# ---- haar_pair_gen_flat ----
$ cat src/rtl/haar_pair_gen_pkg.sv
// Shared definitions for the Haar pair generator: default pixel width,
// the even/odd phase encoding and the index-width helper.
package haar_pkg;

  localparam int PIX_W_DEF = 8;

  typedef enum logic {
    EVEN = 1'b0,
    ODD  = 1'b1
  } phase_t;

  // Never returns 0 so that a single-pair row still gets a 1-bit index.
  function automatic int idx_w(input int n);
    if (n <= 1) begin
      return 1;
    end
    return $clog2(n);
  endfunction

endpackage

$ cat src/rtl/haar_pair_gen_if.sv
// Pixel-in / pair-out bundle for haar_pair_gen.
// avg_out exists only when HAAR_AVG_EN is defined.
interface haar_pair_gen_if #(
  parameter int PIX_W = haar_pkg::PIX_W_DEF,
  parameter int IMG_W = 8,
  parameter int IMG_H = 8
);
  import haar_pkg::*;

  localparam int COL_W = idx_w(IMG_W / 2);
  localparam int ROW_W = idx_w(IMG_H);

  logic [PIX_W-1:0] pix_in;
  logic             pix_valid;
  logic             pix_ready;
  logic [PIX_W-1:0] p1;
  logic [PIX_W-1:0] p2;
  logic             pair_valid;
  logic             pair_ready;
  logic [COL_W-1:0] col_idx;
  logic [ROW_W-1:0] row_idx;
  logic             sof;
  logic             eol;
  logic             eof;
`ifdef HAAR_AVG_EN
  logic [PIX_W-1:0] avg_out;

  modport master (
    output pix_in, pix_valid, pair_ready,
    input  pix_ready, p1, p2, pair_valid, col_idx, row_idx, sof, eol, eof, avg_out
  );

  modport slave (
    input  pix_in, pix_valid, pair_ready,
    output pix_ready, p1, p2, pair_valid, col_idx, row_idx, sof, eol, eof, avg_out
  );
`else
  modport master (
    output pix_in, pix_valid, pair_ready,
    input  pix_ready, p1, p2, pair_valid, col_idx, row_idx, sof, eol, eof
  );

  modport slave (
    input  pix_in, pix_valid, pair_ready,
    output pix_ready, p1, p2, pair_valid, col_idx, row_idx, sof, eol, eof
  );
`endif

endinterface

$ cat src/rtl/haar_pair_gen.sv
// Pairs horizontally adjacent raster pixels into registered (p1,p2) operands
// with position/frame flags and a one-pair output buffer. HAAR_AVG_EN adds avg_out.
module haar_pair_gen
  import haar_pkg::*;
#(
  parameter int IMG_W = 8,
  parameter int IMG_H = 8,
  parameter int PIX_W = PIX_W_DEF
) (
  input  logic clk,
  input  logic rst_n,
  haar_pair_gen_if.slave bus
);

  localparam int COL_W = idx_w(IMG_W / 2);
  localparam int ROW_W = idx_w(IMG_H);
  localparam logic [COL_W-1:0] COL_LAST = COL_W'(IMG_W / 2 - 1);
  localparam logic [ROW_W-1:0] ROW_LAST = ROW_W'(IMG_H - 1);

  phase_t           phase_reg;
  phase_t           phase_next;
  logic [PIX_W-1:0] even_reg;
  logic [PIX_W-1:0] p1_reg;
  logic [PIX_W-1:0] p2_reg;
  logic             pair_valid_reg;
  logic [COL_W-1:0] col_idx_reg;
  logic [ROW_W-1:0] row_idx_reg;
  logic             sof_reg;
  logic             eol_reg;
  logic             eof_reg;
  // Position of the next pair to be loaded; col_idx/row_idx hold the current pair's.
  logic [COL_W-1:0] col_cnt_reg;
  logic [ROW_W-1:0] row_cnt_reg;

  logic pix_ready;
  logic accept;
  logic store_even;
  logic load_pair;
  logic consume;
  logic col_wrap;
  logic row_wrap;

  // Phase FSM: next state and handshake decode
  always_comb begin
    phase_next = phase_reg;
    pix_ready  = 1'b1;
    store_even = 1'b0;
    load_pair  = 1'b0;
    accept     = 1'b0;
    case (phase_reg)
      EVEN: begin
        pix_ready  = 1'b1;
        accept     = bus.pix_valid;
        store_even = accept;
        if (accept) begin
          phase_next = ODD;
        end
      end
      ODD: begin
        pix_ready = !pair_valid_reg || bus.pair_ready;
        accept    = bus.pix_valid && pix_ready;
        load_pair = accept;
        if (accept) begin
          phase_next = EVEN;
        end
      end
      default: begin
        phase_next = EVEN;
      end
    endcase
  end

  always_ff @(posedge clk or negedge rst_n) begin
    if (!rst_n) begin
      phase_reg <= EVEN;
    end else begin
      phase_reg <= phase_next;
    end
  end

  assign consume  = pair_valid_reg && bus.pair_ready;
  assign col_wrap = (col_cnt_reg == COL_LAST);
  assign row_wrap = (row_cnt_reg == ROW_LAST);

  always_ff @(posedge clk or negedge rst_n) begin
    if (!rst_n) begin
      even_reg <= '0;
    end else if (store_even) begin
      even_reg <= bus.pix_in;
    end
  end

  // Output register: a load in the same cycle as a consume wins, keeping pair_valid high.
  always_ff @(posedge clk or negedge rst_n) begin
    if (!rst_n) begin
      p1_reg         <= '0;
      p2_reg         <= '0;
      pair_valid_reg <= 1'b0;
      col_idx_reg    <= '0;
      row_idx_reg    <= '0;
      sof_reg        <= 1'b0;
      eol_reg        <= 1'b0;
      eof_reg        <= 1'b0;
    end else if (load_pair) begin
      p1_reg         <= even_reg;
      p2_reg         <= bus.pix_in;
      pair_valid_reg <= 1'b1;
      col_idx_reg    <= col_cnt_reg;
      row_idx_reg    <= row_cnt_reg;
      sof_reg        <= (col_cnt_reg == '0) && (row_cnt_reg == '0);
      eol_reg        <= col_wrap;
      eof_reg        <= col_wrap && row_wrap;
    end else if (consume) begin
      pair_valid_reg <= 1'b0;
    end
  end

  always_ff @(posedge clk or negedge rst_n) begin
    if (!rst_n) begin
      col_cnt_reg <= '0;
      row_cnt_reg <= '0;
    end else if (load_pair) begin
      if (col_wrap) begin
        col_cnt_reg <= '0;
        row_cnt_reg <= row_wrap ? '0 : row_cnt_reg + 1'b1;
      end else begin
        col_cnt_reg <= col_cnt_reg + 1'b1;
      end
    end
  end

`ifdef HAAR_AVG_EN
  // One extra sum bit so 255+255 averages to 255 rather than wrapping.
  logic [PIX_W:0]   sum;
  logic [PIX_W-1:0] avg_reg;

  assign sum = {1'b0, even_reg} + {1'b0, bus.pix_in};

  always_ff @(posedge clk or negedge rst_n) begin
    if (!rst_n) begin
      avg_reg <= '0;
    end else if (load_pair) begin
      avg_reg <= sum[PIX_W:1];
    end
  end

  assign bus.avg_out = avg_reg;
`endif

  assign bus.pix_ready  = pix_ready;
  assign bus.p1         = p1_reg;
  assign bus.p2         = p2_reg;
  assign bus.pair_valid = pair_valid_reg;
  assign bus.col_idx    = col_idx_reg;
  assign bus.row_idx    = row_idx_reg;
  assign bus.sof        = sof_reg;
  assign bus.eol        = eol_reg;
  assign bus.eof        = eof_reg;

endmodule

$ cat src/flat_wrapper.sv
// flat-port wrapper written by rule: the top's interface ports become plain ports
module haar_pair_gen_flat import haar_pkg::*;
#(
  parameter int IMG_W = 8,
  parameter int IMG_H = 8,
  parameter int PIX_W = PIX_W_DEF
)
  (clk, rst_n, bus_pix_in, bus_pix_valid, bus_pair_ready, bus_pix_ready, bus_p1, bus_p2, bus_pair_valid, bus_col_idx, bus_row_idx, bus_sof, bus_eol, bus_eof);
  haar_pair_gen_if #(.PIX_W(PIX_W), .IMG_W(IMG_W), .IMG_H(IMG_H)) bus_i ();
  input  logic clk;
  input  logic rst_n;
  input wire logic [$bits(bus_i.pix_in)-1:0] bus_pix_in;
  input wire logic [$bits(bus_i.pix_valid)-1:0] bus_pix_valid;
  input wire logic [$bits(bus_i.pair_ready)-1:0] bus_pair_ready;
  output wire logic [$bits(bus_i.pix_ready)-1:0] bus_pix_ready;
  output wire logic [$bits(bus_i.p1)-1:0] bus_p1;
  output wire logic [$bits(bus_i.p2)-1:0] bus_p2;
  output wire logic [$bits(bus_i.pair_valid)-1:0] bus_pair_valid;
  output wire logic [$bits(bus_i.col_idx)-1:0] bus_col_idx;
  output wire logic [$bits(bus_i.row_idx)-1:0] bus_row_idx;
  output wire logic [$bits(bus_i.sof)-1:0] bus_sof;
  output wire logic [$bits(bus_i.eol)-1:0] bus_eol;
  output wire logic [$bits(bus_i.eof)-1:0] bus_eof;
  assign bus_i.pix_in = bus_pix_in;
  assign bus_i.pix_valid = bus_pix_valid;
  assign bus_i.pair_ready = bus_pair_ready;
  assign bus_pix_ready = bus_i.pix_ready;
  assign bus_p1 = bus_i.p1;
  assign bus_p2 = bus_i.p2;
  assign bus_pair_valid = bus_i.pair_valid;
  assign bus_col_idx = bus_i.col_idx;
  assign bus_row_idx = bus_i.row_idx;
  assign bus_sof = bus_i.sof;
  assign bus_eol = bus_i.eol;
  assign bus_eof = bus_i.eof;
  haar_pair_gen #(.IMG_W(IMG_W), .IMG_H(IMG_H), .PIX_W(PIX_W)) u_core (.clk(clk), .rst_n(rst_n), .bus(bus_i));
endmodule
$ cat config.mk
export PLATFORM = sky130hd
export DESIGN_NAME = haar_pair_gen_flat
export DESIGN_NICKNAME = d
export VERILOG_FILES = /design/src/rtl/haar_pair_gen_pkg.sv /design/src/rtl/haar_pair_gen_if.sv /design/src/rtl/haar_pair_gen.sv /design/src/flat_wrapper.sv
export SDC_FILE = /design/constraint.sdc
export NUM_CORES = 1
export LEC_CHECK = 0
export ABC_CLOCK_PERIOD_IN_PS = 1300
export CAP_MARGIN = 20
export CORE_MARGIN = 3
export CORE_UTILIZATION = 40
export CTS_CLUSTER_DIAMETER = 150
export DETAILED_ROUTE_END_ITERATION = 12
export GPL_ROUTABILITY_DRIVEN = 0
export HOLD_SLACK_MARGIN = 0.06
export PLACE_DENSITY = 0.78
export REMOVE_ABC_BUFFERS = 1
export SLEW_MARGIN = 10
export SYNTH_ARGS = -nofsm -noshare
export SYNTH_HDL_FRONTEND = slang
export SYNTH_SLANG_ARGS = --single-unit
$ cat constraint.sdc
create_clock -name clk -period 1.3 [get_ports clk]
set_input_delay 0.39 -clock clk [delete_from_list [all_inputs] [get_ports clk]]
set_output_delay 0.39 -clock clk [all_outputs]
set_load 0.01 [all_outputs]
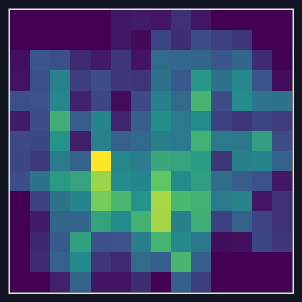
(haar_pair_gen_flat/wire_density.png)
Scale: 4 px per um. 14 x 14 tiles, from dark purple (low) to yellow (high), scaled to the fullest tile. Values are wire area over tile area, all layers added.
The densest ninth of the die: center. 14% of the tiles are over half the peak. 16% of the tiles are nearly empty.

==> results_slide.txt <==
Physical Implementation Snapshot

Run status
  • Status: finished, violations left
  • Failing checks: negative setup slack

Finish
  • N_diodes: 0
  • Biggest Area Class: registers
  • Clock buf count: 5
  • Synthesis-to-layout area growth: 47.5%
  • Signal buffers: 71
  • Cell Count, Final, Fillers Out: 230
  • Sequential cell area: 976 um^2

Routing
  • Max layer used: met4
  • WL met1: 1520 um
  • Vias per Instance: 4.80
  • Drt total wl: ~3600 um

Global routing
  • Met1 GRT Util: 0.190
  • GRT overflow: 0

Clocking
  • Total CTS buffers: 5
  • Root buffer cell: clkbuf_8
  • Reg clk slew, reported paths: 80 ps

Power and ir drop
  • Switching power: 1.50 mW
  • Power Density: 2130 nW/um^2
  • Power Total: around 5.2 mW

Worst setup path
  • Startpoint Class: flip-flop
  • CP arrival: around 1000 ps
  • Critical Path Most Common Cell: buf_6
  • CP Launch Point: u_core.bus.pair_valid$_DFFE_PN0P_
  • RR Endpoint: u_core.bus.p1[7]$_DFFE_PN0P_

Die
  • Floorplan die width: 70.6 um
  • FP Core Util: 0.436
  • Die height: 70.6 um

Timing
  • Min setup slack post-route: -123 ps
  • Finish-stage setup viols: 28

Run
  • Tool warning count: 29

Synth
  • Adder-Cell Fraction of Synth Area: 0.0375
  • Synth Register Bits: 39
  • Xor/xnor share of the synthesized area: 0
  • Syn_area_per_cell: 15.7 um^2
  • Yosys top cell by area: dfrtp_1

Placement
  • Placed cells: a little under 200

Min path
  • Hold crit path type: reg -> reg

# ---- flow_mux_arb ----
$ cat src/rtl/flow_pkg.sv
// rtl/flow_pkg.sv - shared mode constants and flat-bus channel slice helper
package flow_pkg;

    localparam int MODE_DIRECT = 0;
    localparam int MODE_RR     = 1;

    // Upper bound on NUM_CH*DATA_W that ch_slice can handle.
    localparam int MAX_BUS = 4096;

    function automatic logic [MAX_BUS-1:0] ch_slice(
        input logic [MAX_BUS-1:0] bus,
        input int                 k,
        input int                 w
    );
        return bus >> (k * w);
    endfunction

endpackage

$ cat src/rtl/rr_arbiter.sv
// rtl/rr_arbiter.sv - round-robin grant search with its own rotating pointer
module rr_arbiter #(
    parameter int NUM_CH = 32,
    parameter int SEL_W  = $clog2(NUM_CH)
) (
    input  logic              clk,
    input  logic              rst_n,
    input  logic [NUM_CH-1:0] req,
    input  logic              adv,
    output logic [SEL_W-1:0]  ptr,
    output logic [SEL_W-1:0]  gnt_idx,
    output logic              gnt_valid
);

    int idx;

    // Scan starting at ptr, wrapping modulo NUM_CH; the first requester wins.
    always_comb begin
        gnt_idx   = '0;
        gnt_valid = 1'b0;
        idx       = 0;
        for (int i = 0; i < NUM_CH; i++) begin
            idx = int'(ptr) + i;
            if (idx >= NUM_CH) idx = idx - NUM_CH;
            if (!gnt_valid && req[idx]) begin
                gnt_valid = 1'b1;
                gnt_idx   = SEL_W'(idx);
            end
        end
    end

    always_ff @(posedge clk) begin
        if (!rst_n) begin
            ptr <= '0;
        end else if (adv) begin
            ptr <= (int'(gnt_idx) == NUM_CH - 1) ? '0 : gnt_idx + 1'b1;
        end
    end

endmodule

$ cat src/rtl/flow_mux_arb.sv
// rtl/flow_mux_arb.sv - N-channel selector feeding a one-beat registered valid/ready stage
module flow_mux_arb
    import flow_pkg::*;
#(
    parameter int NUM_CH = 32,
    parameter int DATA_W = 20,
    parameter int SEL_W  = $clog2(NUM_CH),
    parameter int MODE   = MODE_DIRECT
) (
    input  logic                     clk,
    input  logic                     rst_n,
    input  logic [NUM_CH*DATA_W-1:0] in_data,
    input  logic [NUM_CH-1:0]        in_valid,
    output logic [NUM_CH-1:0]        in_ready,
    input  logic [SEL_W-1:0]         sel,
    output logic [DATA_W-1:0]        out_data,
    output logic [SEL_W-1:0]         out_ch,
    output logic                     out_valid,
    input  logic                     out_ready
);

    logic [SEL_W-1:0]   gnt_idx;
    logic               gnt_valid;
    logic               load_en;
    logic               xfer;
    logic [MAX_BUS-1:0] bus_pad;
    logic [DATA_W-1:0]  data_sel;

    generate
        if (MODE == MODE_RR) begin : g_rr
            logic [SEL_W-1:0] rr_ptr;
            rr_arbiter #(
                .NUM_CH(NUM_CH),
                .SEL_W (SEL_W)
            ) u_arb (
                .clk      (clk),
                .rst_n    (rst_n),
                .req      (in_valid),
                .adv      (xfer),
                .ptr      (rr_ptr),
                .gnt_idx  (gnt_idx),
                .gnt_valid(gnt_valid)
            );
        end else begin : g_direct
            // Out-of-range sel matches no channel, so it never grants.
            always_comb begin
                gnt_idx   = sel;
                gnt_valid = 1'b0;
                for (int k = 0; k < NUM_CH; k++) begin
                    if (sel == SEL_W'(k) && in_valid[k]) gnt_valid = 1'b1;
                end
            end
        end
    endgenerate

    assign load_en  = !out_valid || out_ready;
    assign xfer     = gnt_valid && load_en && rst_n;
    assign bus_pad  = MAX_BUS'(in_data);
    assign data_sel = DATA_W'(ch_slice(bus_pad, int'(gnt_idx), DATA_W));

    always_comb begin
        in_ready = '0;
        if (xfer) in_ready[gnt_idx] = 1'b1;
    end

    always_ff @(posedge clk) begin
        if (!rst_n) begin
            out_valid <= 1'b0;
            out_data  <= '0;
            out_ch    <= '0;
        end else if (xfer) begin
            out_valid <= 1'b1;
            out_data  <= data_sel;
            out_ch    <= gnt_idx;
        end else if (out_valid && out_ready) begin
            out_valid <= 1'b0;
        end
    end

endmodule

$ cat config.mk
export PLATFORM = sky130hd
export DESIGN_NAME = flow_mux_arb
export DESIGN_NICKNAME = d
export VERILOG_FILES = /design/src/rtl/flow_pkg.sv /design/src/rtl/rr_arbiter.sv /design/src/rtl/flow_mux_arb.sv
export SDC_FILE = /design/constraint.sdc
export NUM_CORES = 1
export LEC_CHECK = 0
export CAP_MARGIN = 20
export CORE_AREA = 2 2 285 287
export CTS_CLUSTER_SIZE = 8
export DETAILED_ROUTE_END_ITERATION = 7
export DIE_AREA = 0 0 287 289
export HOLD_SLACK_MARGIN = 0.05
export PLACE_DENSITY_LB_ADDON = 0.25
export SYNTH_ARGS = -nofsm -noshare
export SYNTH_HDL_FRONTEND = slang
export SYNTH_SLANG_ARGS = --single-unit
$ cat constraint.sdc
create_clock -name clk -period 5.7 [get_ports clk]
set_input_delay 1.71 -clock clk [delete_from_list [all_inputs] [get_ports clk]]
set_output_delay 1.71 -clock clk [all_outputs]
set_load 0.02 [all_outputs]
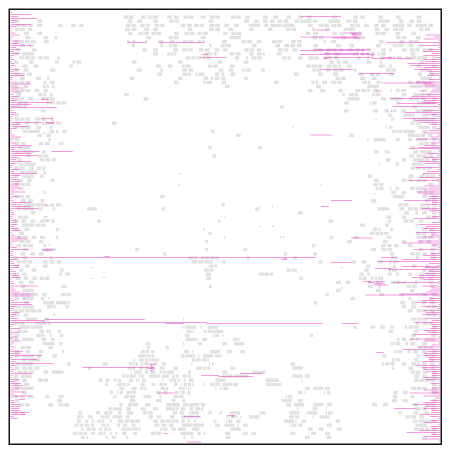
(flow_mux_arb/met3.png)
Scale: 1.5 px per um. Cells faint in the background.
The layer holds 6.6% of the routed length. The layer carries 4470 um of wire.
DR vias: 9763
drt total wl: 68000 um
met3 usage in global routing: 0.0257

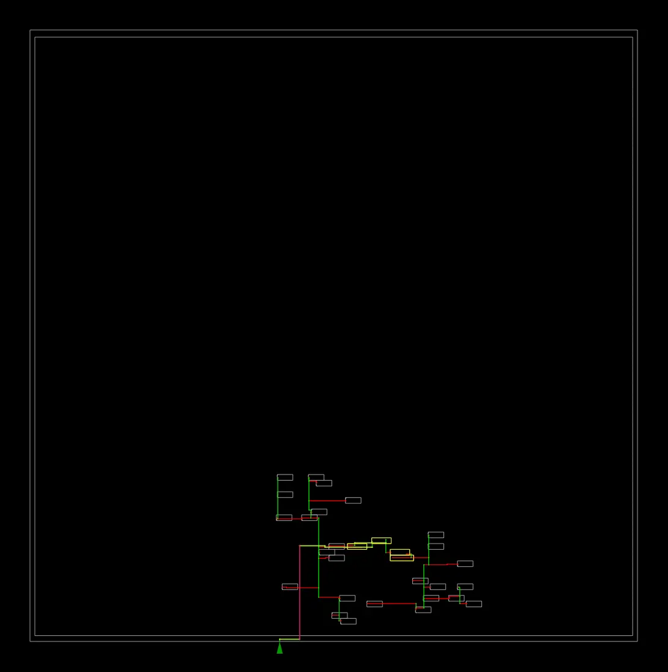
(flow_mux_arb/final_clocks.png)
clock buf count: 3
total CTS buffers: 3
clk sinks: 26
FF+latch count: 26

==> results_slide.txt <==
Physical Implementation Snapshot

Synth
  • Syn_area_per_cell: 9.40 um^2
  • Mapped Nets: 1413
  • Xor/xnor share of the synthesized area: 0
  • Main area contributors: mux2i_1, mux4_2, o22ai_1
  • Ys cells: approximately 730
  • Mux frac, synth: 0.543

Routing
  • Vias per Instance: 3.84
  • Met3 routed WL: 4470 um
  • Routed wl met2: 35400 um
  • WL met1: 26800 um

Clocking
  • Reg clk slew, reported paths: 70 ps

Run status
  • Status: finished, final reports clean

Finish
  • N_diodes: 3
  • Share of layout cells above drive strength 1: 0.157
  • Clock network share of area: 0.00658
  • Comb. cell area: 6000 um^2

Timing
  • Final worst-path cycle share: 0.988
  • Fmax: 0.178 GHz
  • Min setup slack post-route: 71.2 ps
  • Finish-stage setup viols: 0
  • Final min period: 5630 ps
  • Slew @ Worst Pin: approximately 980 ps

Die
  • FP Core Util: 0.0862
  • Tapcells: 1060

Min path
  • Hold Crit Start: out_data[17]$_SDFFE_PN0P_
  • Worst hold path depth: 2

Worst setup path
  • Worst path required time: 3990 ps
  • Crit Path Category: in -> out
  • WP buf/inv: 5
  • RR Endpoint: out_data[8]$_SDFFE_PN0P_

Global routing
  • Busiest grt layer: met2
  • Pin count of the biggest net entering global routing: between 90 and 100
  • GRT overflow: 0

Placement
  • Port bufs: 737

Power and ir drop
  • Seq. pwr: 0.217 mW


==> notes/layouts.md <==
Pictures saved along the way, in no particular order.

Pin placement.
picture 1
Scale: 6 px per um. Pins as bars across the die edge, other pins in gray.
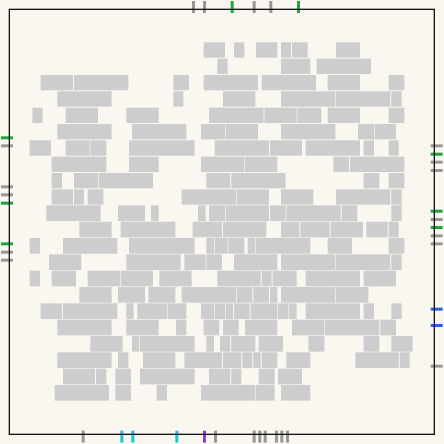
picture 2
Scale: 1 px per um. Pins as bars across the die edge, other pins in gray.
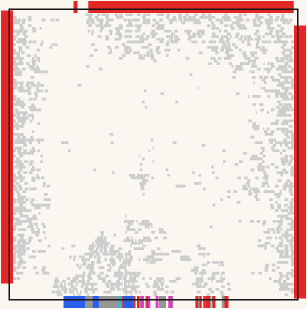
haar_pair_gen_flat is picture 1.
flow_mux_arb is picture 2.

Key to picture 1:
bus_row_idx: in cyan, pins 3, direction output, edge bottom. bus_sof: in purple, pins 1, direction output, edge bottom. bus_p2: in green, pins 8, direction output, edge 3 left, 3 right, 2 top. bus_col_idx: in blue, pins 2, direction output, edge right.
All pins by edge: 12 right, 12 bottom, 8 left, 6 top.

No activity file was given, so power comes from the tool's default toggle rates.
